# design 1

Design 1, routed clock nets over the placement:
Scale bar: 20 um.
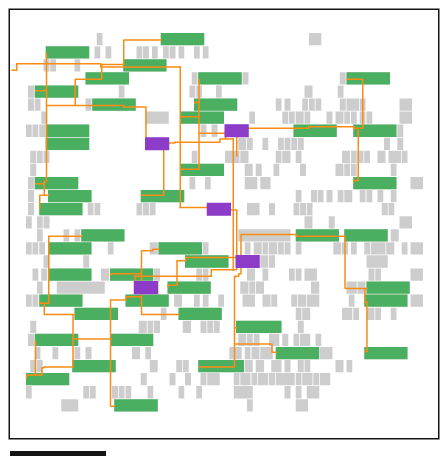

[src/rtl/uop_pkg.sv]
// uop_pkg: micro-op field layout, sequencing opcodes and sequencer states
package uop_pkg;
  localparam int SEQ_OP_MSB = 31;
  localparam int SEQ_OP_LSB = 28;
  localparam int TARGET_MSB = 27;
  localparam int TARGET_LSB = 20;
  localparam int PAYLOAD_W = 20;
  typedef enum logic [3:0] {OP_NEXT, OP_JUMP, OP_BRZ, OP_CALL, OP_RET, OP_HALT} seq_op_e;
  typedef enum logic [2:0] {S_IDLE, S_FETCH, S_ISSUE, S_WAIT, S_HALTED} state_e;
endpackage

[src/rtl/uop_sequencer_if.sv]
// uop_sequencer_if: ROM fetch port plus execute-unit issue/complete handshake
// master (sequencer): drives rom_addr, uop_valid, uop_bits; samples rom_data, uop_ready, exec_done, exec_zero
// slave (ROM + execute unit): the reverse
interface uop_sequencer_if #(parameter int UPC_W = 8);
  import uop_pkg::*;
  logic [UPC_W-1:0] rom_addr;
  logic [31:0] rom_data;
  logic uop_valid;
  logic uop_ready;
  logic [PAYLOAD_W-1:0] uop_bits;
  logic exec_done;
  logic exec_zero;
  modport master (output rom_addr, uop_valid, uop_bits, input rom_data, uop_ready, exec_done, exec_zero);
  modport slave (input rom_addr, uop_valid, uop_bits, output rom_data, uop_ready, exec_done, exec_zero);
endinterface

[src/rtl/uop_return_stack.sv]
// uop_return_stack: LIFO of return micro-PCs, top entry always held in slot 0
// ports: clk, reset (async active-low), clr (empty), push/din, pop, top, full, empty
module uop_return_stack #(parameter int DEPTH = 4, parameter int W = 8) (
  input  logic clk,
  input  logic reset,
  input  logic clr,
  input  logic push,
  input  logic pop,
  input  logic [W-1:0] din,
  output logic [W-1:0] top,
  output logic full,
  output logic empty
);
  localparam int CW = $clog2(DEPTH + 1);
  logic [W-1:0] r_mem [DEPTH];
  logic [CW-1:0] r_cnt;
  assign top = r_mem[0];
  assign full = r_cnt == CW'(DEPTH);
  assign empty = r_cnt == '0;
  always_ff @(posedge clk or negedge reset)
    if (!reset) begin
      r_cnt <= '0;
      for (int i = 0; i < DEPTH; i++) r_mem[i] <= '0;
    end else if (clr) r_cnt <= '0;
    else if (push && !full) begin
      r_cnt <= r_cnt + 1'b1;
      r_mem[0] <= din;
      for (int i = 1; i < DEPTH; i++) r_mem[i] <= r_mem[i-1];
    end else if (pop && !empty) begin
      r_cnt <= r_cnt - 1'b1;
      for (int i = 0; i < DEPTH - 1; i++) r_mem[i] <= r_mem[i+1];
    end
endmodule

[src/rtl/uop_sequencer.sv]
// uop_sequencer: micro-PC controller fetching micro-ops from ROM and issuing payloads to the execute unit
// ports: clk, reset (async active-low), start/start_addr, bus (uop_sequencer_if.master), upc, busy, halted, err
// UOP_STACK_EN: adds a STACK_DEPTH-entry return stack for CALL/RET; without it CALL acts as JUMP and RET is illegal
module uop_sequencer import uop_pkg::*; #(parameter int UPC_W = 8, parameter int STACK_DEPTH = 4) (
  input  logic clk,
  input  logic reset,
  input  logic start,
  input  logic [UPC_W-1:0] start_addr,
  uop_sequencer_if.master bus,
  output logic [UPC_W-1:0] upc,
  output logic busy,
  output logic halted,
  output logic err
);
  state_e r_state;
  logic [31:0] r_uop;
  logic [UPC_W-1:0] r_upc;
  logic r_err;
  logic [3:0] w_fop, w_op;
  logic [UPC_W-1:0] w_inc, w_tgt;
  logic w_ill, w_go, w_hs;
  assign w_fop = bus.rom_data[SEQ_OP_MSB:SEQ_OP_LSB];
  assign w_op = r_uop[SEQ_OP_MSB:SEQ_OP_LSB];
  assign w_inc = r_upc + UPC_W'(1);
  assign w_tgt = r_uop[TARGET_LSB +: UPC_W];
  assign w_go = start && (r_state == S_IDLE || r_state == S_HALTED);
  assign w_hs = r_state == S_ISSUE && bus.uop_ready;
`ifdef UOP_STACK_EN
  logic w_full, w_empty;
  logic [UPC_W-1:0] w_top;
  assign w_ill = w_fop > OP_HALT;
  uop_return_stack #(.DEPTH(STACK_DEPTH), .W(UPC_W)) u_stack (
    .clk(clk), .reset(reset), .clr(w_go),
    .push(w_hs && w_op == OP_CALL), .pop(w_hs && w_op == OP_RET),
    .din(w_inc), .top(w_top), .full(w_full), .empty(w_empty)
  );
`else
  assign w_ill = w_fop > OP_HALT || w_fop == OP_RET;
`endif
  assign bus.rom_addr = r_upc;
  assign bus.uop_valid = r_state == S_ISSUE;
  assign bus.uop_bits = r_uop[PAYLOAD_W-1:0];
  assign upc = r_upc;
  assign busy = r_state == S_FETCH || r_state == S_ISSUE || r_state == S_WAIT;
  assign halted = r_state == S_HALTED;
  assign err = r_err;
  always_ff @(posedge clk or negedge reset)
    if (!reset) begin
      r_state <= S_IDLE;
      r_uop <= '0;
      r_upc <= '0;
      r_err <= 1'b0;
    end else if (w_go) begin
      r_upc <= start_addr;
      r_err <= 1'b0;
      r_state <= S_FETCH;
    end else
      case (r_state)
        S_FETCH: begin
          r_uop <= bus.rom_data;
          r_state <= (w_ill || w_fop == OP_HALT) ? S_HALTED : S_ISSUE;
          if (w_ill) r_err <= 1'b1;
        end
        S_ISSUE: if (w_hs) begin
          r_state <= S_FETCH;
          case (w_op)
            OP_JUMP: r_upc <= w_tgt;
            OP_BRZ: r_state <= S_WAIT;
`ifdef UOP_STACK_EN
            OP_CALL: if (w_full) begin
              r_state <= S_HALTED;
              r_err <= 1'b1;
            end else r_upc <= w_tgt;
            OP_RET: if (w_empty) begin
              r_state <= S_HALTED;
              r_err <= 1'b1;
            end else r_upc <= w_top;
`else
            OP_CALL: r_upc <= w_tgt;
`endif
            default: r_upc <= w_inc;
          endcase
        end
        S_WAIT: if (bus.exec_done) begin
          r_upc <= bus.exec_zero ? w_tgt : w_inc;
          r_state <= S_FETCH;
        end
        default: ;
      endcase
endmodule

[src/flat_wrapper.sv]
// flat-port wrapper written by rule: the top's interface ports become plain ports
module uop_sequencer_flat import uop_pkg::*;
#(parameter int UPC_W = 8, parameter int STACK_DEPTH = 4)
  (clk, reset, start, start_addr, upc, busy, halted, err, bus_rom_addr, bus_uop_valid, bus_uop_bits, bus_rom_data, bus_uop_ready, bus_exec_done, bus_exec_zero);
  uop_sequencer_if #(.UPC_W(UPC_W)) bus_i ();
  input  logic clk;
  input  logic reset;
  input  logic start;
  input  logic [UPC_W-1:0] start_addr;
  output logic [UPC_W-1:0] upc;
  output logic busy;
  output logic halted;
  output logic err;
  output wire logic [$bits(bus_i.rom_addr)-1:0] bus_rom_addr;
  output wire logic [$bits(bus_i.uop_valid)-1:0] bus_uop_valid;
  output wire logic [$bits(bus_i.uop_bits)-1:0] bus_uop_bits;
  input wire logic [$bits(bus_i.rom_data)-1:0] bus_rom_data;
  input wire logic [$bits(bus_i.uop_ready)-1:0] bus_uop_ready;
  input wire logic [$bits(bus_i.exec_done)-1:0] bus_exec_done;
  input wire logic [$bits(bus_i.exec_zero)-1:0] bus_exec_zero;
  assign bus_rom_addr = bus_i.rom_addr;
  assign bus_uop_valid = bus_i.uop_valid;
  assign bus_uop_bits = bus_i.uop_bits;
  assign bus_i.rom_data = bus_rom_data;
  assign bus_i.uop_ready = bus_uop_ready;
  assign bus_i.exec_done = bus_exec_done;
  assign bus_i.exec_zero = bus_exec_zero;
  uop_sequencer #(.UPC_W(UPC_W), .STACK_DEPTH(STACK_DEPTH)) u_core (.clk(clk), .reset(reset), .start(start), .start_addr(start_addr), .bus(bus_i), .upc(upc), .busy(busy), .halted(halted), .err(err));
endmodule
[config.mk]
export PLATFORM = sky130hd
export DESIGN_NAME = uop_sequencer_flat
export DESIGN_NICKNAME = d
export VERILOG_FILES = /design/src/rtl/uop_pkg.sv /design/src/rtl/uop_sequencer_if.sv /design/src/rtl/uop_return_stack.sv /design/src/rtl/uop_sequencer.sv /design/src/flat_wrapper.sv
export SDC_FILE = /design/constraint.sdc
export NUM_CORES = 1
export LEC_CHECK = 0
export ABC_AREA = 1
export CAP_MARGIN = 15
export CELL_PAD_IN_SITES_DETAIL_PLACEMENT = 0
export CELL_PAD_IN_SITES_GLOBAL_PLACEMENT = 1
export CORE_MARGIN = 3
export CORE_UTILIZATION = 35
export CTS_CLUSTER_DIAMETER = 120
export DETAILED_ROUTE_END_ITERATION = 10
export DONT_BUFFER_PORTS = 1
export MAX_ROUTING_LAYER = met4
export PLACE_DENSITY = 0.68
export SLEW_MARGIN = 30
export SYNTH_ARGS = -nofsm -noshare
export SYNTH_HDL_FRONTEND = slang
export SYNTH_SLANG_ARGS = --single-unit
[constraint.sdc]
create_clock -name clk -period 2 [get_ports clk]
set_clock_uncertainty 0.2 [all_clocks]
set_input_delay 0.6 -clock clk [delete_from_list [all_inputs] [get_ports clk]]
set_output_delay 0.6 -clock clk [all_outputs]
set_load 0.03 [all_outputs]
# design 2

==> config.mk <==
export PLATFORM = sky130hd
export DESIGN_NAME = id_ex_hazard_stage
export DESIGN_NICKNAME = d
export VERILOG_FILES = /design/src/rtl/id_ex_hazard_stage.sv
export SDC_FILE = /design/constraint.sdc
export NUM_CORES = 1
export LEC_CHECK = 0
export CORE_MARGIN = 1.5
export CORE_UTILIZATION = 38
export CTS_CLUSTER_DIAMETER = 60
export CTS_CLUSTER_SIZE = 30
export DETAILED_ROUTE_END_ITERATION = 12
export GPL_TIMING_DRIVEN = 0
export PLACE_DENSITY = 0.86
export SYNTH_ARGS = -nofsm -noshare
export SYNTH_HDL_FRONTEND = slang
export SYNTH_SLANG_ARGS = --single-unit
==> constraint.sdc <==
create_clock -name clk -period 2.9 [get_ports clk]
set_clock_uncertainty 0.15 [all_clocks]
set_input_delay 0.435 -clock clk [delete_from_list [all_inputs] [get_ports clk]]
set_output_delay 0.435 -clock clk [all_outputs]
set_load 0.02 [all_outputs]
==> src/rtl/id_ex_hazard_stage.sv <==
// ID/EX pipeline register with load-use stall detection, bubble insertion on
// flush or hazard, and a full freeze while the EX stage is held.
module id_ex_hazard_stage #(
   parameter int DATA_W   = 32,
   parameter int REG_AW   = 5,
   parameter int ALU_OP_W = 4,
   parameter int CNT_W    = 16
) (
   input  logic                clk,
   input  logic                rst,
   input  logic                id_valid,
   input  logic [REG_AW-1:0]   id_rs,
   input  logic [REG_AW-1:0]   id_rt,
   input  logic                id_uses_rt,
   input  logic [REG_AW-1:0]   id_write_reg,
   input  logic                id_reg_write,
   input  logic                id_mem_read,
   input  logic                id_mem_write,
   input  logic [ALU_OP_W-1:0] id_alu_op,
   input  logic [DATA_W-1:0]   id_rs_data,
   input  logic [DATA_W-1:0]   id_rt_data,
   input  logic [DATA_W-1:0]   id_imm,
   input  logic                flush,
   input  logic                ex_hold,
   output logic                pc_write,
   output logic                if_id_write,
   output logic                ex_valid,
   output logic [REG_AW-1:0]   ex_rs,
   output logic [REG_AW-1:0]   ex_rt,
   output logic [REG_AW-1:0]   ex_write_reg,
   output logic                ex_reg_write,
   output logic                ex_mem_read,
   output logic                ex_mem_write,
   output logic [ALU_OP_W-1:0] ex_alu_op,
   output logic [DATA_W-1:0]   ex_rs_data,
   output logic [DATA_W-1:0]   ex_rt_data,
   output logic [DATA_W-1:0]   ex_imm,
   output logic [CNT_W-1:0]    bubble_cnt
);

   logic flush_pend;
   logic load_use;
   logic take_bubble;
   logic take_id;

   // The hazard compares against the instruction already in EX, not the one
   // arriving from decode; a load into $zero never stalls.
   assign load_use = ex_valid & ex_mem_read & (ex_write_reg != '0) & id_valid &
                     ((ex_write_reg == id_rs) | (id_uses_rt & (ex_write_reg == id_rt)));

   assign take_bubble = ~ex_hold & (flush | flush_pend | load_use);
   assign take_id     = ~ex_hold & ~take_bubble & id_valid;

   // Stall interface: pc_write/if_id_write low means the upstream stage must
   // hold its contents this cycle; a pending redirect overrides a load-use stall.
   always_comb begin
      pc_write    = 1'b1;
      if_id_write = 1'b1;
      if (rst) begin
         pc_write    = 1'b1;
         if_id_write = 1'b1;
      end else if (ex_hold) begin
         pc_write    = 1'b0;
         if_id_write = 1'b0;
      end else if (flush | flush_pend) begin
         pc_write    = 1'b1;
         if_id_write = 1'b1;
      end else if (load_use) begin
         pc_write    = 1'b0;
         if_id_write = 1'b0;
      end
   end

   always_ff @(posedge clk) begin
      if (rst) begin
         flush_pend   <= 1'b0;
         bubble_cnt   <= '0;
         ex_valid     <= 1'b0;
         ex_rs        <= '0;
         ex_rt        <= '0;
         ex_write_reg <= '0;
         ex_reg_write <= 1'b0;
         ex_mem_read  <= 1'b0;
         ex_mem_write <= 1'b0;
         ex_alu_op    <= '0;
         ex_rs_data   <= '0;
         ex_rt_data   <= '0;
         ex_imm       <= '0;
      end else if (ex_hold) begin
         // A flush arriving during a hold must still squash once EX frees up.
         if (flush) flush_pend <= 1'b1;
      end else begin
         flush_pend <= 1'b0;
         if (take_bubble && (bubble_cnt != {CNT_W{1'b1}}))
            bubble_cnt <= bubble_cnt + 1'b1;
         ex_valid     <= take_id;
         ex_rs        <= take_id ? id_rs        : '0;
         ex_rt        <= take_id ? id_rt        : '0;
         ex_write_reg <= take_id ? id_write_reg : '0;
         ex_reg_write <= take_id & id_reg_write;
         ex_mem_read  <= take_id & id_mem_read;
         ex_mem_write <= take_id & id_mem_write;
         ex_alu_op    <= take_id ? id_alu_op    : '0;
         ex_rs_data   <= take_id ? id_rs_data   : '0;
         ex_rt_data   <= take_id ? id_rt_data   : '0;
         ex_imm       <= take_id ? id_imm       : '0;
      end
   end

endmodule

# design 3

<file path="config.mk">
export PLATFORM = sky130hd
export DESIGN_NAME = aud_adc_capture
export DESIGN_NICKNAME = d
export VERILOG_FILES = /design/src/rtl/aud_adc_capture.sv
export SDC_FILE = /design/constraint.sdc
export NUM_CORES = 1
export LEC_CHECK = 0
export ABC_AREA = 1
export CAP_MARGIN = 20
export CORE_MARGIN = 2
export CORE_UTILIZATION = 53
export CTS_CLUSTER_DIAMETER = 200
export DETAILED_ROUTE_END_ITERATION = 6
export PLACE_DENSITY = 0.91
export SETUP_SLACK_MARGIN = 0.2
export SLEW_MARGIN = 40
export SYNTH_ARGS = -nofsm -noshare
export SYNTH_HDL_FRONTEND = slang
export SYNTH_SLANG_ARGS = --single-unit
</file>
<file path="constraint.sdc">
create_clock -name i_clk -period 1.8 [get_ports i_clk]
set_input_delay 0.36 -clock i_clk [delete_from_list [all_inputs] [get_ports i_clk]]
set_output_delay 0.36 -clock i_clk [all_outputs]
set_load 0.05 [all_outputs]
</file>
<file path="src/rtl/aud_adc_capture.sv">
// aud_adc_capture
// Receive half of the WM8731 audio link (codec master, I2S, 16-bit slots).
// The codec's BCLK / ADCLRCK / ADCDAT are oversampled in i_clk. One
// left-channel word per frame is presented on a valid/ready port to the
// SRAM writer, at an address that counts up from zero.
//
// Handshake: o_valid rises together with a fresh o_data/o_addr and all three
// hold steady until a cycle with o_valid & i_ready, which is the transfer.
// The only ways o_valid falls without a transfer are i_stop and i_rst.
//
// dbg_state mirrors the FSM state register so that checkers can bind to it:
// 0 IDLE, 1 WAIT_L, 2 SHIFT, 3 PUSH, 4 PAUSED.
module aud_adc_capture #(
    parameter int                DATA_W   = 16,
    parameter int                ADDR_W   = 20,
    parameter logic [ADDR_W-1:0] MAX_ADDR = {ADDR_W{1'b1}}
) (
    input  logic              i_clk,
    input  logic              i_rst,
    input  logic              i_start,
    input  logic              i_pause,
    input  logic              i_stop,
    input  logic              i_AUD_BCLK,
    input  logic              i_AUD_ADCLRCK,
    input  logic              i_AUD_ADCDAT,
    output logic [DATA_W-1:0] o_data,
    output logic [ADDR_W-1:0] o_addr,
    output logic              o_valid,
    input  logic              i_ready,
    output logic              o_busy,
    output logic              o_full,
    output logic              o_overrun,
    output logic [2:0]        dbg_state
);

    localparam int CNT_W = (DATA_W > 1) ? $clog2(DATA_W) : 1;
    localparam logic [CNT_W-1:0] LAST_BIT = CNT_W'(DATA_W - 1);

    typedef enum logic [2:0] {
        S_IDLE   = 3'd0,
        S_WAIT_L = 3'd1,
        S_SHIFT  = 3'd2,
        S_PUSH   = 3'd3,
        S_PAUSED = 3'd4
    } state_t;

    state_t state;
    state_t state_next;

    // Two-flop synchronisers; bclk_d is one more stage used only for edge detection.
    logic bclk_s1;
    logic bclk_s2;
    logic bclk_d;
    logic lrck_s1;
    logic lrck_s2;
    logic dat_s1;
    logic dat_s2;

    // LRCK level seen at the previous BCLK rise, for the 1->0 frame marker.
    logic lrck_prev;

    logic bclk_rise;
    logic frame_start;

    logic [DATA_W-1:0] shreg;
    logic [DATA_W-1:0] shift_word;
    logic [CNT_W-1:0]  bit_cnt;

    // Pause requested while a word is in flight; honoured after its transfer.
    logic pend;

    logic accept;
    logic at_max;

    // FSM decode strobes consumed by the datapath registers.
    logic clr_run;
    logic enter_shift;
    logic shift_en;
    logic load_word;
    logic set_pend;
    logic clr_pend;

    // LRCK and DAT are taken from the same stage as the BCLK edge, so the
    // three codec lines stay mutually aligned after synchronisation.
    assign bclk_rise   = bclk_s2 & ~bclk_d;
    assign frame_start = bclk_rise & lrck_prev & ~lrck_s2;
    assign shift_word  = {shreg[DATA_W-2:0], dat_s2};

    assign accept    = o_valid & i_ready;
    assign at_max    = (o_addr == MAX_ADDR);
    assign o_busy    = (state != S_IDLE);
    assign dbg_state = state;

    // Synchronise the codec lines and remember LRCK at every BCLK rise.
    always_ff @(posedge i_clk) begin
        if (i_rst) begin
            bclk_s1   <= 1'b0;
            bclk_s2   <= 1'b0;
            bclk_d    <= 1'b0;
            lrck_s1   <= 1'b0;
            lrck_s2   <= 1'b0;
            dat_s1    <= 1'b0;
            dat_s2    <= 1'b0;
            lrck_prev <= 1'b0;
        end else begin
            bclk_s1 <= i_AUD_BCLK;
            bclk_s2 <= bclk_s1;
            bclk_d  <= bclk_s2;
            lrck_s1 <= i_AUD_ADCLRCK;
            lrck_s2 <= lrck_s1;
            dat_s1  <= i_AUD_ADCDAT;
            dat_s2  <= dat_s1;
            if (bclk_rise) begin
                lrck_prev <= lrck_s2;
            end
        end
    end

    // FSM state register.
    always_ff @(posedge i_clk) begin
        if (i_rst) begin
            state <= S_IDLE;
        end else begin
            state <= state_next;
        end
    end

    // FSM next state and datapath strobes; stop overrides everything else.
    always_comb begin
        state_next  = state;
        clr_run     = 1'b0;
        enter_shift = 1'b0;
        shift_en    = 1'b0;
        load_word   = 1'b0;
        set_pend    = 1'b0;
        clr_pend    = 1'b0;
        case (state)
            S_IDLE: begin
                // A coincident pause outranks start, so the pair is ignored.
                if (i_start && !i_pause) begin
                    state_next = S_WAIT_L;
                    clr_run    = 1'b1;
                    clr_pend   = 1'b1;
                end
            end
            S_WAIT_L: begin
                if (i_pause) begin
                    state_next = S_PAUSED;
                    clr_pend   = 1'b1;
                end else if (frame_start) begin
                    // This rise is the I2S one-bit delay slot: no data taken.
                    state_next  = S_SHIFT;
                    enter_shift = 1'b1;
                end
            end
            S_SHIFT: begin
                set_pend = i_pause;
                if (bclk_rise) begin
                    shift_en = 1'b1;
                    if (bit_cnt == LAST_BIT) begin
                        state_next = S_PUSH;
                        load_word  = 1'b1;
                    end
                end
            end
            S_PUSH: begin
                set_pend = i_pause;
                if (accept) begin
                    clr_pend = 1'b1;
                    if (at_max) begin
                        state_next = S_IDLE;
                    end else if (pend || i_pause) begin
                        state_next = S_PAUSED;
                    end else begin
                        state_next = S_WAIT_L;
                    end
                end
            end
            S_PAUSED: begin
                if (i_start && !i_pause) begin
                    state_next = S_WAIT_L;
                end
            end
            default: begin
                state_next = S_IDLE;
            end
        endcase
        if (i_stop) begin
            state_next  = S_IDLE;
            clr_run     = 1'b0;
            enter_shift = 1'b0;
            shift_en    = 1'b0;
            load_word   = 1'b0;
            set_pend    = 1'b0;
            clr_pend    = 1'b1;
        end
    end

    // Serial-to-parallel shift register and bit counter for the left slot.
    always_ff @(posedge i_clk) begin
        if (i_rst) begin
            shreg   <= '0;
            bit_cnt <= '0;
        end else if (enter_shift) begin
            shreg   <= '0;
            bit_cnt <= '0;
        end else if (shift_en) begin
            shreg   <= shift_word;
            bit_cnt <= bit_cnt + 1'b1;
        end
    end

    // Output word, address counter, sticky flags and pending pause.
    always_ff @(posedge i_clk) begin
        if (i_rst) begin
            o_data    <= '0;
            o_addr    <= '0;
            o_valid   <= 1'b0;
            o_full    <= 1'b0;
            o_overrun <= 1'b0;
            pend      <= 1'b0;
        end else begin
            // Valid exactly while the FSM sits in PUSH; this also drops it on stop.
            o_valid <= (state_next == S_PUSH);
            if (load_word) begin
                o_data <= shift_word;
            end
            if (clr_run) begin
                o_addr    <= '0;
                o_full    <= 1'b0;
                o_overrun <= 1'b0;
            end else begin
                // A transfer counts even if stop arrives in the same cycle,
                // so o_addr stays equal to the number of stored samples.
                if (accept) begin
                    if (at_max) begin
                        o_full <= 1'b1;
                    end else begin
                        o_addr <= o_addr + 1'b1;
                    end
                end
                // A new left frame while still waiting on the writer is lost.
                if (state == S_PUSH && frame_start) begin
                    o_overrun <= 1'b1;
                end
            end
            if (clr_pend) begin
                pend <= 1'b0;
            end else if (set_pend) begin
                pend <= 1'b1;
            end
        end
    end

endmodule
</file>
# design 4

**config.mk**
```make
export PLATFORM = sky130hd
export DESIGN_NAME = lif_update_scheduler_flat
export DESIGN_NICKNAME = d
export VERILOG_FILES = /design/src/rtl/lif_update_scheduler_if.sv /design/src/rtl/lif_update_scheduler.sv /design/src/flat_wrapper.sv
export SDC_FILE = /design/constraint.sdc
export NUM_CORES = 1
export LEC_CHECK = 0
export CORE_ASPECT_RATIO = 0.6
export CORE_UTILIZATION = 58
export DETAILED_ROUTE_END_ITERATION = 10
export PLACE_DENSITY = 0.78
export SKIP_LAST_GASP = 1
export SLEW_MARGIN = 20
export SYNTH_ARGS = -nofsm -noshare
export SYNTH_HDL_FRONTEND = slang
export SYNTH_SLANG_ARGS = --single-unit
export TNS_END_PERCENT = 100
```
**constraint.sdc**
```tcl
create_clock -name clk -period 14.7 [get_ports clk]
set_input_delay 2.205 -clock clk [delete_from_list [all_inputs] [get_ports clk]]
set_output_delay 2.205 -clock clk [all_outputs]
set_load 0.01 [all_outputs]
```
**src/rtl/lif_update_scheduler_if.sv**
```systemverilog
`default_nettype none
// ============================================================================
// Module   : lif_update_scheduler_if
// Brief    : Config / step / spike / monitor bundle for the LIF scheduler.
// Revision : 1.0
// ============================================================================
interface lif_update_scheduler_if #(
    parameter int N_NEURONS = 4,
    parameter int WIDTH     = 8
) ();
    logic                  cfg_we;
    logic [2:0]            cfg_addr;
    logic [WIDTH-1:0]      cfg_data;
    logic                  step;
    logic                  busy;
    logic                  done;
    logic [N_NEURONS-1:0]  spikes;
    logic [2:0]            mon_sel;
    logic [WIDTH-1:0]      mon_v;

    modport master (
        output cfg_we, cfg_addr, cfg_data, step, mon_sel,
        input  busy, done, spikes, mon_v
    );

    modport slave (
        input  cfg_we, cfg_addr, cfg_data, step, mon_sel,
        output busy, done, spikes, mon_v
    );
endinterface
`default_nettype wire

```
**src/rtl/lif_update_scheduler.sv**
```systemverilog
`default_nettype none
// ============================================================================
// Module   : lif_update_scheduler
// Brief    : Time-steps N_NEURONS LIF neurons through one shared update datapath.
// Revision : 1.0
// ============================================================================
module lif_update_scheduler #(
    parameter int N_NEURONS  = 4,
    parameter int WIDTH      = 8,
    parameter int THRESH_RST = 100,
    parameter int LEAK_RST   = 3
) (
    input  logic                    clk,
    input  logic                    rst,
    lif_update_scheduler_if.slave   bus
);

    localparam logic [1:0] c_ST_IDLE   = 2'd0;
    localparam logic [1:0] c_ST_FETCH  = 2'd1;
    localparam logic [1:0] c_ST_UPDATE = 2'd2;
    localparam logic [1:0] c_ST_DONE   = 2'd3;

    localparam logic [2:0] c_ADDR_THR  = 3'(N_NEURONS);
    localparam logic [2:0] c_ADDR_LEAK = 3'(N_NEURONS + 1);
    localparam logic [2:0] c_IDX_LAST  = 3'(N_NEURONS - 1);

    logic [1:0]           r_state;
    logic [2:0]           r_idx;
    logic [WIDTH-1:0]     r_pot [N_NEURONS];
    logic [WIDTH-1:0]     r_cur [N_NEURONS];
    logic [WIDTH-1:0]     r_thresh;
    logic [2:0]           r_shift;
    logic [WIDTH-1:0]     r_v;
    logic [WIDTH-1:0]     r_i;
    logic [N_NEURONS-1:0] r_spk_acc;
    logic [N_NEURONS-1:0] r_spikes;

    logic [WIDTH-1:0]     w_fetch_v;
    logic [WIDTH-1:0]     w_fetch_i;
    logic [WIDTH-1:0]     w_mon;
    logic [WIDTH-1:0]     w_leak;
    logic [WIDTH-1:0]     w_decayed;
    logic [WIDTH:0]       w_sum;
    logic [WIDTH-1:0]     w_sat;
    logic                 w_spike;
    logic [N_NEURONS-1:0] w_spk_next;
    logic                 w_cfg_ok;

    // Index-compare muxes keep the 3-bit index/select away from array bounds.
    always_comb begin
        w_fetch_v = '0;
        w_fetch_i = '0;
        w_mon     = '0;
        for (int n = 0; n < N_NEURONS; n++) begin
            if (r_idx == 3'(n)) begin
                w_fetch_v = r_pot[n];
                w_fetch_i = r_cur[n];
            end
            if (bus.mon_sel == 3'(n)) begin
                w_mon = r_pot[n];
            end
        end
    end

    // A zero shift means "no leak", not "leak everything".
    assign w_leak    = (r_shift == 3'd0) ? '0 : (r_v >> r_shift);
    assign w_decayed = r_v - w_leak;
    assign w_sum     = {1'b0, w_decayed} + {1'b0, r_i};
    assign w_sat     = w_sum[WIDTH] ? '1 : w_sum[WIDTH-1:0];
    assign w_spike   = (w_sat >= r_thresh);

    always_comb begin
        w_spk_next = r_spk_acc;
        for (int n = 0; n < N_NEURONS; n++) begin
            if (r_idx == 3'(n)) begin
                w_spk_next[n] = w_spike;
            end
        end
    end

    assign w_cfg_ok = bus.cfg_we && (r_state == c_ST_IDLE);

    always_ff @(posedge clk) begin
        if (rst) begin
            r_state   <= c_ST_IDLE;
            r_idx     <= '0;
            r_v       <= '0;
            r_i       <= '0;
            r_spk_acc <= '0;
            r_spikes  <= '0;
        end else begin
            case (r_state)
                c_ST_IDLE: begin
                    if (bus.step) begin
                        r_state   <= c_ST_FETCH;
                        r_idx     <= '0;
                        r_spk_acc <= '0;
                    end
                end
                c_ST_FETCH: begin
                    r_v     <= w_fetch_v;
                    r_i     <= w_fetch_i;
                    r_state <= c_ST_UPDATE;
                end
                c_ST_UPDATE: begin
                    r_spk_acc <= w_spk_next;
                    if (r_idx == c_IDX_LAST) begin
                        // Publish on entry to DONE so the vector is visible alongside done.
                        r_spikes <= w_spk_next;
                        r_state  <= c_ST_DONE;
                    end else begin
                        r_idx   <= r_idx + 3'd1;
                        r_state <= c_ST_FETCH;
                    end
                end
                c_ST_DONE: begin
                    r_state <= c_ST_IDLE;
                end
                default: begin
                    r_state <= c_ST_IDLE;
                end
            endcase
        end
    end

    always_ff @(posedge clk) begin
        if (rst) begin
            for (int n = 0; n < N_NEURONS; n++) begin
                r_pot[n] <= '0;
                r_cur[n] <= '0;
            end
            r_thresh <= WIDTH'(THRESH_RST);
            r_shift  <= 3'(LEAK_RST);
        end else begin
            if (w_cfg_ok) begin
                for (int n = 0; n < N_NEURONS; n++) begin
                    if (bus.cfg_addr == 3'(n)) begin
                        r_cur[n] <= bus.cfg_data;
                    end
                end
                if (bus.cfg_addr == c_ADDR_THR) begin
                    r_thresh <= bus.cfg_data;
                end
                if (bus.cfg_addr == c_ADDR_LEAK) begin
                    r_shift <= bus.cfg_data[2:0];
                end
            end
            if (r_state == c_ST_UPDATE) begin
                for (int n = 0; n < N_NEURONS; n++) begin
                    if (r_idx == 3'(n)) begin
                        r_pot[n] <= w_spike ? '0 : w_sat;
                    end
                end
            end
        end
    end

    assign bus.busy   = (r_state != c_ST_IDLE);
    assign bus.done   = (r_state == c_ST_DONE);
    assign bus.spikes = r_spikes;
    assign bus.mon_v  = w_mon;

endmodule
`default_nettype wire

```
**src/flat_wrapper.sv**
```systemverilog
// flat-port wrapper written by rule: the top's interface ports become plain ports
module lif_update_scheduler_flat 
#(
    parameter int N_NEURONS  = 4,
    parameter int WIDTH      = 8,
    parameter int THRESH_RST = 100,
    parameter int LEAK_RST   = 3
)
  (clk, rst, bus_cfg_we, bus_cfg_addr, bus_cfg_data, bus_step, bus_mon_sel, bus_busy, bus_done, bus_spikes, bus_mon_v);
  lif_update_scheduler_if #(.N_NEURONS(N_NEURONS), .WIDTH(WIDTH)) bus_i ();
  input  logic clk;
  input  logic rst;
  input wire logic [$bits(bus_i.cfg_we)-1:0] bus_cfg_we;
  input wire logic [$bits(bus_i.cfg_addr)-1:0] bus_cfg_addr;
  input wire logic [$bits(bus_i.cfg_data)-1:0] bus_cfg_data;
  input wire logic [$bits(bus_i.step)-1:0] bus_step;
  input wire logic [$bits(bus_i.mon_sel)-1:0] bus_mon_sel;
  output wire logic [$bits(bus_i.busy)-1:0] bus_busy;
  output wire logic [$bits(bus_i.done)-1:0] bus_done;
  output wire logic [$bits(bus_i.spikes)-1:0] bus_spikes;
  output wire logic [$bits(bus_i.mon_v)-1:0] bus_mon_v;
  assign bus_i.cfg_we = bus_cfg_we;
  assign bus_i.cfg_addr = bus_cfg_addr;
  assign bus_i.cfg_data = bus_cfg_data;
  assign bus_i.step = bus_step;
  assign bus_i.mon_sel = bus_mon_sel;
  assign bus_busy = bus_i.busy;
  assign bus_done = bus_i.done;
  assign bus_spikes = bus_i.spikes;
  assign bus_mon_v = bus_i.mon_v;
  lif_update_scheduler #(.N_NEURONS(N_NEURONS), .WIDTH(WIDTH), .THRESH_RST(THRESH_RST), .LEAK_RST(LEAK_RST)) u_core (.clk(clk), .rst(rst), .bus(bus_i));
endmodule
```
Design 2, clock routing:
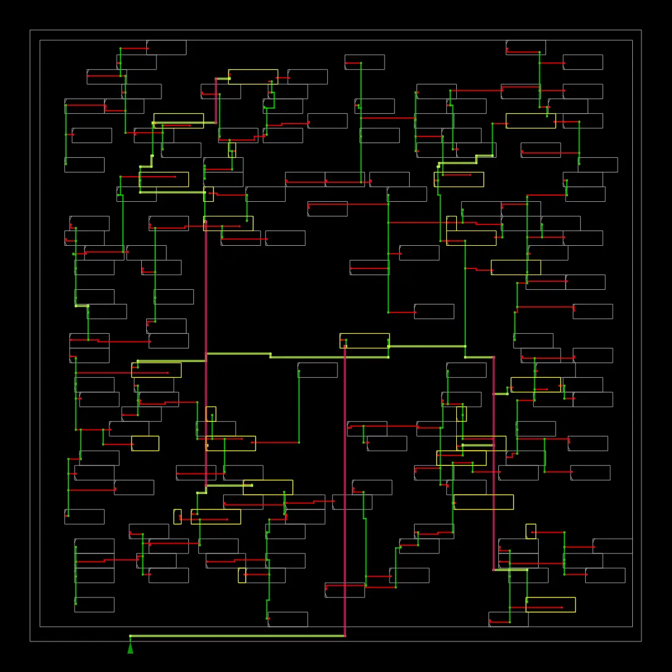
tally of clock buffers in the finished layout: 21
total CTS buffers: 17
clock distribution power: 1.89 mW

Design 2, placed cells, one colour a class:
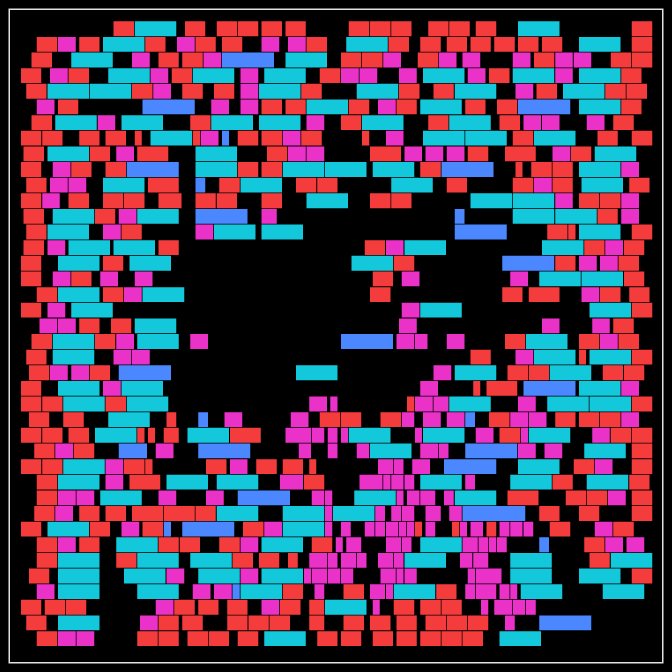
red -> remaining buffers and delay cells  # cells 290, share of their area 37%
cyan -> registers  # cells 136, share of their area 35%
blue -> clock drivers and dummy loads  # cells 27, share of their area 6.5%
magenta -> remaining logic cells  # cells 218, share of their area 21%

==> results.json, design 2 <==
{
  "run_status": "completed",
  "cell_group_occupying_the_most_layout_area": "non-clock buffers",
  "setup.worst_path.end": "pc_write",
  "warnings_from_yosys": 0,
  "setup.worst_path.end_class": "output port",
  "route.vias.total": 4253,
  "final_area_sq_um": 7919,
  "clock-root-buffer": "sky130_fd_sc_hd__clkbuf_16",
  "worstHoldPathType": "flop to flop",
  "finalCritPeriodShare_pct": 94.64,
  "leakagePower_nw": 2.974,
  "cp_slowest_cell": "sky130_fd_sc_hd__or4_1",
  "fp_nets": 510,
  "finalHoldViolCount": 0,
  "final_period_minus_worst_setup_slack_ns": 2.745,
  "p_seq_mw": 1.94
}
[design 2: repair_timing]
action,4_1_cts,5_1_grt
resized,5,2
hold endpoints to repair,0,0
buffers inserted,0,0
setup endpoints to repair,2,1
[design 2: metal layers]
layer,GRT usage (%),routed length [um]
met1,26.12,6057
met2,38.42,7190
met3,7.651,1065
met4,10.83,380
met5,0,0
[design 2: cells by family after synthesis]
kind of cell | count (synthesis) | synth area share (%)
compound gates | 144 | 25.74
flops | 136 | 58.76
simple gates | 55 | 6.481
buf+inv | 34 | 5.779
xor+xnor | 12 | 2.268
mux | 3 | 0.7021
fa+ha+maj | 1 | 0.2700
Design 4, sequential cells grouped by signal name:
Other sequential cells in the stronger grey, the rest of the logic in the fainter grey.
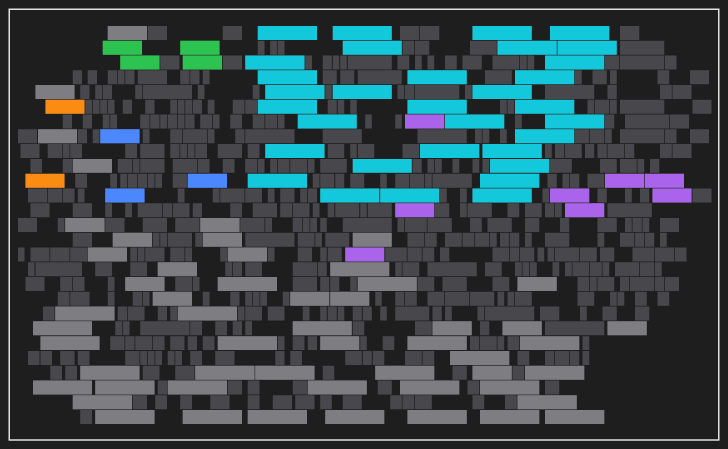
blue -> u_core.r_idx  # sequential cells 3
orange -> u_core.r_state  # sequential cells 2
purple -> u_core.r_v  # sequential cells 8, where east
cyan -> u_core.r_pot  # sequential cells 32
green -> u_core.bus.spikes  # sequential cells 4, where north-west
not coloured = 54
Final Util: 68.00%
register area: 2703 sq um
Seq group: 329 uW
sequential cell area share: 42.32%

Design 4, clock routing:
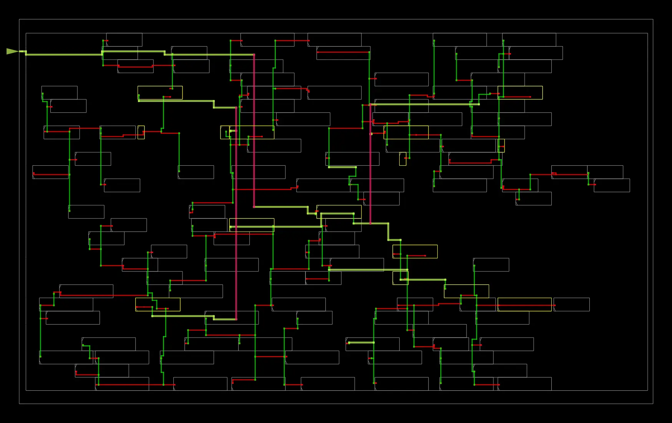
final sequential cell count: 103
clock distribution power: 236 uW

==> results.json, design 4 <==
{
  "setup.worst_path.end": "bus_mon_v[4]",
  "globalRouteTotalUtil_pct": 28.85,
  "finalClockSkew_ns": 0.009893,
  "crit_path_start_kind": "input pin",
  "simple_gate_share_pct": 20.71,
  "cp_slowest_cell": "sky130_fd_sc_hd__clkdlybuf4s50_1",
  "insertion_delay_ns": 0.35,
  "totalWireLength_um": 13930,
  "synth-xor-area-share_pct": 1.222,
  "place_congestion": 0.9251,
  "power.share.switching_pct": 31.51,
  "pin_count_of_the_biggest_net_entering_global_routing": 53,
  "yosys-stat-cells": 583,
  "clk_pin_slew_worst_paths_ns": 0.07,
  "synth.top_cell.area_share_pct": 33.52,
  "worstReg2RegStart": "u_core.r_shift[1]",
  "route.vias.total": 4506,
  "slew_violations": 0,
  "run_status": "completed",
  "rrSetupSlack_ns": 8.32,
  "critical_path_arrival_ns": 4.22,
  "maxCapViolations": 0,
  "antenna_found_initial": 0,
  "highest-signal-layer": "met4",
  "final_layout_top_logic_cell": "sky130_fd_sc_hd__nor2_1",
  "clock-root-buffer": "sky130_fd_sc_hd__clkbuf_16",
  "cts_htree_levels": 3,
  "dpl_cell_area_sq_um": 6101,
  "top_family_by_delay_on_critical_path": "buffers and inverters",
  "setup.worst_path.end_class": "output port",
  "met2_usage_pct": 40.32
}
design 4: registers in the layout, summed over array words and instances, names as in the netlist:
name	cells
u_core.r_pot	32
u_core.r_state	2
u_core.r_spk_acc	3
u_core.r_thresh	8
u_core.r_v	8
u_core.r_i	8
u_core.bus.spikes	4
u_core.r_cur	32
u_core.r_shift	3
u_core.r_idx	3
design 4: final cells by class:
type / count / area (sq um)
fillers: 733 / 3005
multi-input cells: 411 / 2773
flip-flops and latches: 103 / 2703
repair buffers: 34 / 332.8
clock buffers: 12 / 236.5
well taps: 130 / 162.7
inverters: 36 / 135.1
clock inverters: 3 / 43.79
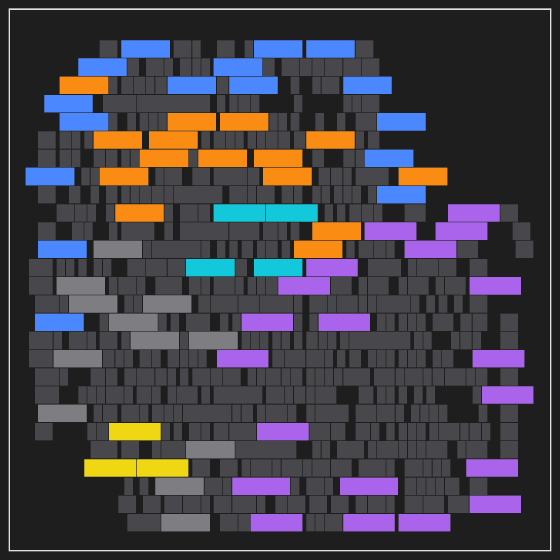
Design 3: sequential cells grouped by signal name
Other sequential cells in the stronger grey, the rest of the logic in the fainter grey.
cyan -> bit_cnt  # sequential cells 4, where centre
blue -> o_data  # sequential cells 16
yellow -> dbg_state  # sequential cells 3
orange -> shreg  # sequential cells 15
purple -> o_addr  # sequential cells 20
sequential cell area share: 35.42%
Final Util: 72.82%
register area: 1438 sq um

==> results.json, design 3 <==
{
  "run_status": "completed",
  "place_congestion": 0.9375,
  "setup_viol": 0,
  "r2r.worst_path.cells": 10,
  "total_internal_power_mw": 2.249,
  "wl_met1_um": 3343,
  "tightest_slew_ns": 0.4405,
  "worstReg2RegStart": "o_addr[0]",
  "maxClockFrequency_mhz": 592.1,
  "first_iter_violations": 313,
  "yosys-stat-cells": 430,
  "critical-path-max-stage-delay_ns": 0.39,
  "hold_path_end": "dat_s2",
  "slew_headroom_pct": 70.59,
  "route.antenna.remaining_nets": 0,
  "cp_slowest_cell": "sky130_fd_sc_hd__dfxtp_4",
  "post_synth.cell_area_avg_sq_um": 7.234,
  "rrSetupSlack_ns": 0.11,
  "grt-ovfl-total": 0,
  "setup.worst_path.end_class": "flop",
  "insertion_delay_ns": 0.36,
  "simple_gate_share_pct": 31.30,
  "final-clk-cell-share_pct": 4.963,
  "tritoncts": "built",
  "netlist.top_cell.by_instances": "sky130_fd_sc_hd__nand2_1",
  "finalCritPeriodShare_pct": 93.83,
  "drt_drc_violations_left": 0,
  "pin_count_of_the_biggest_net_entering_global_routing": 20,
  "clk_pin_slew_worst_paths_ns": 0.09,
  "comb_area_share_pct": 37.82,
  "fin_hold_ws_ns": 0.4012,
  "non_clock_buffer_share_pct": 16.12,
  "area.growth.synth_to_final_pct": 30.49,
  "route.vias.total": 3135,
  "n_fill_cell": 404,
  "port_buffers": 51,
  "critical_path.max_fanout": 5,
  "final_area_sq_um": 4059,
  "rsz0062_at_grt": "yes",
  "clock_buffers": 9,
  "busiest_grt_layer": "met2",
  "fp_nets": 441,
  "cts.path.max_buffers": 2,
  "cts_hold_fix_bufs": 0,
  "critical_path_arrival_ns": 1.97
}
==> design 3: flip-flops by register name (all words and copies together), names as in the netlist, 3 cells and up <==
| name | count |
|---|---|
| o_addr | 20 |
| o_data | 16 |
| shreg | 15 |
| bit_cnt | 4 |
| dbg_state | 3 |
==> design 3: power by group through the flow <==
stage / logic (mW) / clock network, mW / registers, mW
floorplan: 0.0536 / 0 / 1.60
global placement: 0.0982 / 0 / 1.59
detailed placement: 0.101 / 0 / 1.59
CTS: 0.101 / 1.33 / 1.56
global route: 0.113 / 1.40 / 1.56
finish: 0.103 / 1.33 / 1.56
Design 1, clock routing:
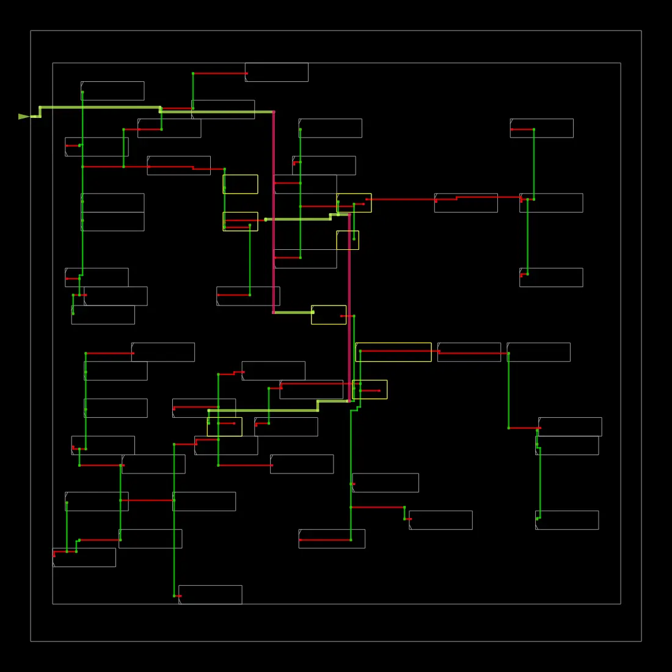
clock latency on the worst-skew pair: 0.30 ns
tally of clock buffers in the finished layout: 6
# clock sinks: 44

Notes on 'routed clock nets over the placement' of design 1 above:
orange -> clock wires  # length 628 um
purple -> clock-net drivers  # count 5
green -> flip-flops  # count 44
routed clock nets = 6
Clock Power Share: 44.0%
clock distribution power: 724 uW

==> results.json, design 1 <==
{
  "run_status": "completed",
  "fin_hold_ws_ns": 0.2038,
  "fp.dieArea_sq_um": 7928,
  "post_synth.cell_area_avg_sq_um": 7.226,
  "floorplan.core_area_sq_um": 6531,
  "synth.cellmix.compoundShare_pct": 3.992,
  "tightest_slew_ns": 0.5272,
  "busiest_grt_layer": "met2",
  "die.size.y_um": 89.04,
  "drt-wirelength-per-cell_um": 13.55,
  "cts.path.max_buffers": 2,
  "layout_cell_share_with_drive_strength_beyond_1_pct": 12.04,
  "route.antenna.remaining_nets": 0,
  "top_logic_kind": "simple AND/OR/NAND/NOR gates",
  "tns_ns": 0,
  "fp_nets": 381,
  "multi_input_comb_area_sq_um": 984.7,
  "crit_path_cell_count": 4,
  "cell_group_occupying_the_most_layout_area": "registers",
  "top_cells_by_count": "152 x sky130_fd_sc_hd__nand2_1, 44 x sky130_fd_sc_hd__dfrtp_1, 28 x sky130_fd_sc_hd__buf_4",
  "post_synth_edffs": 0,
  "seqPwrFrac_pct": 54.0,
  "grt_util_met3_pct": 4.055,
  "highest-signal-layer": "met4",
  "route.vias.total": 1915,
  "clk_pin_slew_worst_paths_ns": 0.09,
  "i_o_pin_count": 86,
  "worstPathBufferInverterCount": 2,
  "synth.largest_area_cell": "sky130_fd_sc_hd__dfrtp_1",
  "non_clock_buffer_share_pct": 6.026,
  "die_w_um": 89.04,
  "worstReg2RegStart": "u_core.r_state[0]",
  "ys_chip_area_sq_um": 2414,
  "yosys-stat-cells": 334,
  "p_seq_uw": 889,
  "maxClockFrequency_mhz": 506.8,
  "drt_pre_antenna_iters": 4,
  "tool_warnings": 28,
  "globalRouteTotalUtil_pct": 15.00,
  "slew_violations": 0,
  "area.growth.synth_to_final_pct": 5.806,
  "rsz0062_at_grt": "yes",
  "drt_drc_violations_left": 0,
  "slew_headroom_pct": 64.81,
  "async_reset_ff_share_pct": 100.0,
  "dominantRegCellSynth": "sky130_fd_sc_hd__dfrtp_1",
  "buffers_excl_clock": 17,
  "port_buffers": 0,
  "critPathRequiredTime_ns": 1.20
}
[design 1: layout by cell type, fill, tap and decap left out, drive strengths merged]
cell type | netlist | final
a21oi | 3 | 3
buf | 32 | 16
bufinv | 0 | 1
clkbuf | 3 | 6
clkinv | 0 | 1
dfrtp | 44 | 44
dlygate4sd3 | 0 | 1
ha | 1 | 1
inv | 25 | 25
nand2 | 156 | 156
nand3 | 21 | 21
nand3b | 3 | 3
nor2 | 24 | 24
nor3 | 6 | 6
o211ai | 1 | 1
o21a | 1 | 1
o21ai | 9 | 9
o21bai | 2 | 2
o22ai | 1 | 1
or2 | 1 | 1
xnor2 | 1 | 1

# design 5

Design 5, routed clock nets over the placement:
Scale bar: 20 um.
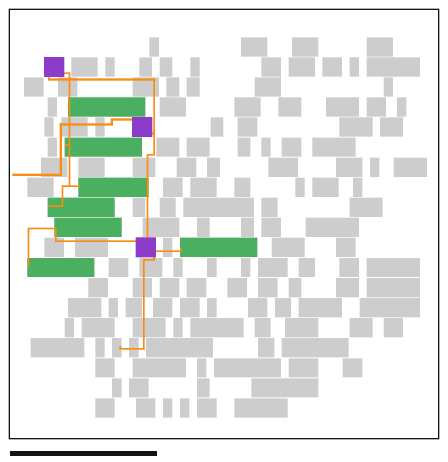
Design 5, nets reached from selected ports:
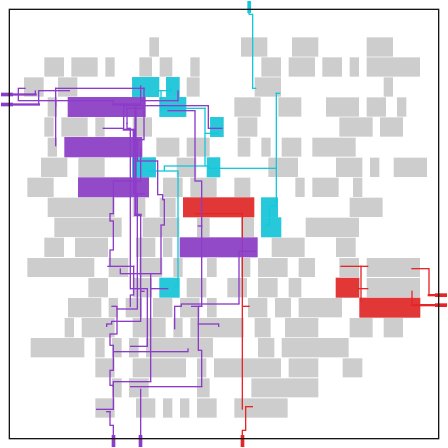
`src/rtl/johnson_ring_ctr.sv`:
```
// Johnson / one-hot ring phase counter.
// Runtime-selectable sequence with enable, direction and synchronous load.
// Illegal states are detected and replaced by the seed of the current mode.
// A binary phase index and registered wrap / error pulses are exported.
module johnson_ring_ctr #(
    parameter int WIDTH      = 4,
    parameter int RESET_MODE = 0,
    parameter int PW         = $clog2(2*WIDTH)
) (
    input  logic             clk,
    input  logic             rstn,
    input  logic             en,
    input  logic             dir,
    input  logic             mode,
    input  logic             load,
    input  logic [WIDTH-1:0] load_val,
    output logic [WIDTH-1:0] out,
    output logic [PW-1:0]    phase,
    output logic             wrap,
    output logic             err
);

    localparam logic          RST_MODE = (RESET_MODE != 0) ? 1'b1 : 1'b0;
    localparam logic [PW:0]   TWO_W    = (PW+1)'(2*WIDTH);
    localparam logic [PW-1:0] LAST_J   = PW'(2*WIDTH-1);
    localparam logic [PW-1:0] LAST_R   = PW'(WIDTH-1);

    logic [WIDTH-1:0] out_q, out_d;
    logic             mode_q, mode_d;
    logic             wrap_q, wrap_d;
    logic             err_q, err_d;
    logic             cur_legal_s;
    logic [PW-1:0]    last_phase_s;

    // Starting pattern of a mode: all zeros (Johnson) or LSB set (ring).
    function automatic logic [WIDTH-1:0] seed_of(input logic m);
        logic [WIDTH-1:0] s;
        if (m) begin
            s = {{(WIDTH-1){1'b0}}, 1'b1};
        end else begin
            s = '0;
        end
        return s;
    endfunction

    // Number of set bits.
    function automatic logic [PW:0] popcount(input logic [WIDTH-1:0] v);
        logic [PW:0] c;
        c = '0;
        for (int i = 0; i < WIDTH; i++) begin
            c = c + {{PW{1'b0}}, v[i]};
        end
        return c;
    endfunction

    // Number of adjacent-bit transitions; a Johnson code has at most one.
    function automatic logic [PW:0] edge_count(input logic [WIDTH-1:0] v);
        logic [PW:0] c;
        c = '0;
        for (int i = 0; i < WIDTH-1; i++) begin
            c = c + {{PW{1'b0}}, (v[i] ^ v[i+1])};
        end
        return c;
    endfunction

    // Legality of a pattern for the given mode.
    function automatic logic is_legal(input logic m, input logic [WIDTH-1:0] v);
        logic ok;
        if (m) begin
            ok = (popcount(v) == (PW+1)'(1));
        end else begin
            ok = (edge_count(v) <= (PW+1)'(1));
        end
        return ok;
    endfunction

    // Binary phase of a pattern; illegal patterns decode to zero.
    function automatic logic [PW-1:0] phase_of(input logic m, input logic [WIDTH-1:0] v);
        logic [PW-1:0] p;
        logic [PW:0]   pc;
        p  = '0;
        pc = popcount(v);
        if (!is_legal(m, v)) begin
            p = '0;
        end else if (m) begin
            for (int i = 0; i < WIDTH; i++) begin
                p = v[i] ? PW'(i) : p;
            end
        end else if (v[0] || (v == '0)) begin
            p = pc[PW-1:0];
        end else begin
            p = PW'(TWO_W - pc);
        end
        return p;
    endfunction

    // One step of the selected sequence in the selected direction.
    function automatic logic [WIDTH-1:0] step_of(input logic m, input logic d,
                                                 input logic [WIDTH-1:0] v);
        logic [WIDTH-1:0] n;
        case ({m, d})
            2'b00:   n = {~v[0], v[WIDTH-1:1]};
            2'b01:   n = {v[WIDTH-2:0], ~v[WIDTH-1]};
            2'b10:   n = {v[0], v[WIDTH-1:1]};
            2'b11:   n = {v[WIDTH-2:0], v[WIDTH-1]};
            default: n = v;
        endcase
        return n;
    endfunction

    assign out          = out_q;
    assign wrap         = wrap_q;
    assign err          = err_q;
    assign phase        = phase_of(mode_q, out_q);
    assign cur_legal_s  = is_legal(mode_q, out_q);
    assign last_phase_s = mode_q ? LAST_R : LAST_J;

    // Next state: mode change, then recovery, then load, then step, else hold.
    always_comb begin
        out_d  = out_q;
        mode_d = mode_q;
        wrap_d = 1'b0;
        err_d  = 1'b0;
        if (mode != mode_q) begin
            out_d  = seed_of(mode);
            mode_d = mode;
        end else if (!cur_legal_s) begin
            out_d = seed_of(mode_q);
            err_d = 1'b1;
        end else if (load) begin
            if (is_legal(mode_q, load_val)) begin
                out_d = load_val;
            end else begin
                err_d = 1'b1;
            end
        end else if (en) begin
            out_d  = step_of(mode_q, dir, out_q);
            wrap_d = dir ? (phase == last_phase_s) : (phase == '0);
        end else begin
            out_d = out_q;
        end
    end

    // State and pulse registers with asynchronous return to the reset seed.
    always_ff @(posedge clk or negedge rstn) begin
        if (!rstn) begin
            out_q  <= seed_of(RST_MODE);
            mode_q <= RST_MODE;
            wrap_q <= 1'b0;
            err_q  <= 1'b0;
        end else begin
            out_q  <= out_d;
            mode_q <= mode_d;
            wrap_q <= wrap_d;
            err_q  <= err_d;
        end
    end

endmodule

```
`config.mk`:
```
export PLATFORM = sky130hd
export DESIGN_NAME = johnson_ring_ctr
export DESIGN_NICKNAME = d
export VERILOG_FILES = /design/src/rtl/johnson_ring_ctr.sv
export SDC_FILE = /design/constraint.sdc
export NUM_CORES = 1
export LEC_CHECK = 0
export CELL_PAD_IN_SITES_DETAIL_PLACEMENT = 1
export CELL_PAD_IN_SITES_GLOBAL_PLACEMENT = 2
export CORE_UTILIZATION = 30
export DETAILED_ROUTE_END_ITERATION = 10
export HOLD_SLACK_MARGIN = 0.08
export PLACE_DENSITY = 0.75
export SLEW_MARGIN = 20
export SYNTH_ARGS = -nofsm -noshare
export SYNTH_HDL_FRONTEND = slang
export SYNTH_SLANG_ARGS = --single-unit
```
`constraint.sdc`:
```
create_clock -name clk -period 3.6 [get_ports clk]
set_clock_uncertainty 0.1 [all_clocks]
set_input_delay 1.08 -clock clk [delete_from_list [all_inputs] [get_ports clk]]
set_output_delay 1.08 -clock clk [all_outputs]
set_load 0.1 [all_outputs]
```
==> results.json <==
{
  "run_status": "finished with violations",
  "violations": "setup timing",
  "grt_first_pass_wirelength_um": 4533,
  "setup_viol": 3,
  "final_area_sq_um": 1451,
  "worstPathBufferInverterCount": 5,
  "tns_ns": -0.7827,
  "place_hpwl_um": 2215,
  "finish.cell_count_without_fillers": 185,
  "maxCapViolations": 0,
  "layout.area.seq_sq_um": 187.7,
  "critical_path_arrival_ns": 2.69,
  "via_density_per_instance": 4.865,
  "area_leaders": "sky130_fd_sc_hd__dfrtp_1 19%, sky130_fd_sc_hd__ha_1 16%, sky130_fd_sc_hd__mux2i_1 7.4%",
  "crit_path_start_kind": "flop",
  "place_ws_ns": -0.2244,
  "p_seq_uw": 123,
  "layout_setup_ws_ns": -0.2726
}
About 'routed clock nets over the placement' of design 5:
orange -> clock wires  # length 137 um
green -> flip-flops  # count 7
purple -> clock-net drivers  # count 3
routed clock nets = 4

About 'nets reached from selected ports' of design 5:
purple -> out  # bits 4, direction output, end cells 4, buffers 7, wire 398 um
red -> phase  # bits 3, direction output, end cells 3, buffers 3, wire 60.4 um
cyan -> dir  # bits 1, direction input, end cells 9, buffers 1, wire 88.5 um
count of port buffers added during placement: 18
I/O pin count: 19

[registers in the layout (all words and copies together) (netlist names)]
register / flops
out: 4
err: 1
mode_q: 1
wrap: 1
[cells by family after synthesis]
logic type               share of synthesized area, %
AND/OR/NAND/NOR                                 18.33
AND-OR/OR-AND                                   18.06
buffers and inverters                           10.09
adder cells (fa/ha/maj)                         22.31
multiplexers                                    8.898
flip-flops                                      18.59
XOR/XNOR                                        3.719
[routing by layer]
metal	track usage, %	vias to the layer above	wire length [um]
li1	-	440	-
met1	24.66	438	1318
met2	30.05	18	1402
met3	2.679	4	62
met4	5.442	0	21
met5	0	-	0


==> gallery <==
Logic cells by family.
panel A
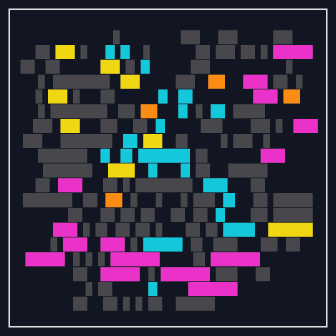
panel B
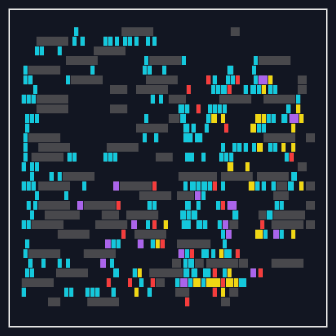
panel C
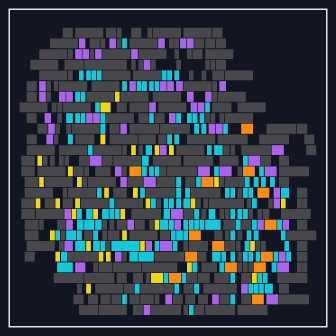
panel D
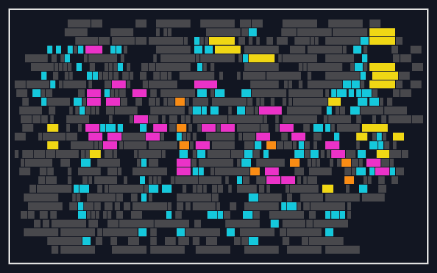
panel E
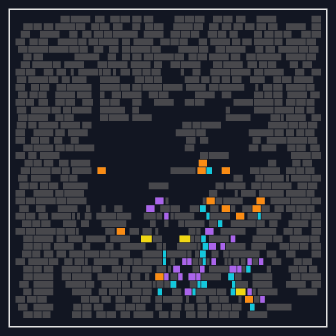
- design 2 = panel E
- design 3 = panel C
- design 1 = panel B
- design 4 = panel D
- design 5 = panel A
Of these, fewest cells: panel A

Key to panel A:
yellow -> mux cells  # cells 8
cyan -> aoi and oai cells  # cells 20
magenta -> fa/ha/maj cells  # cells 15
orange -> xor and xnor cells  # cells 4

Power and IR drop assume default switching activity.
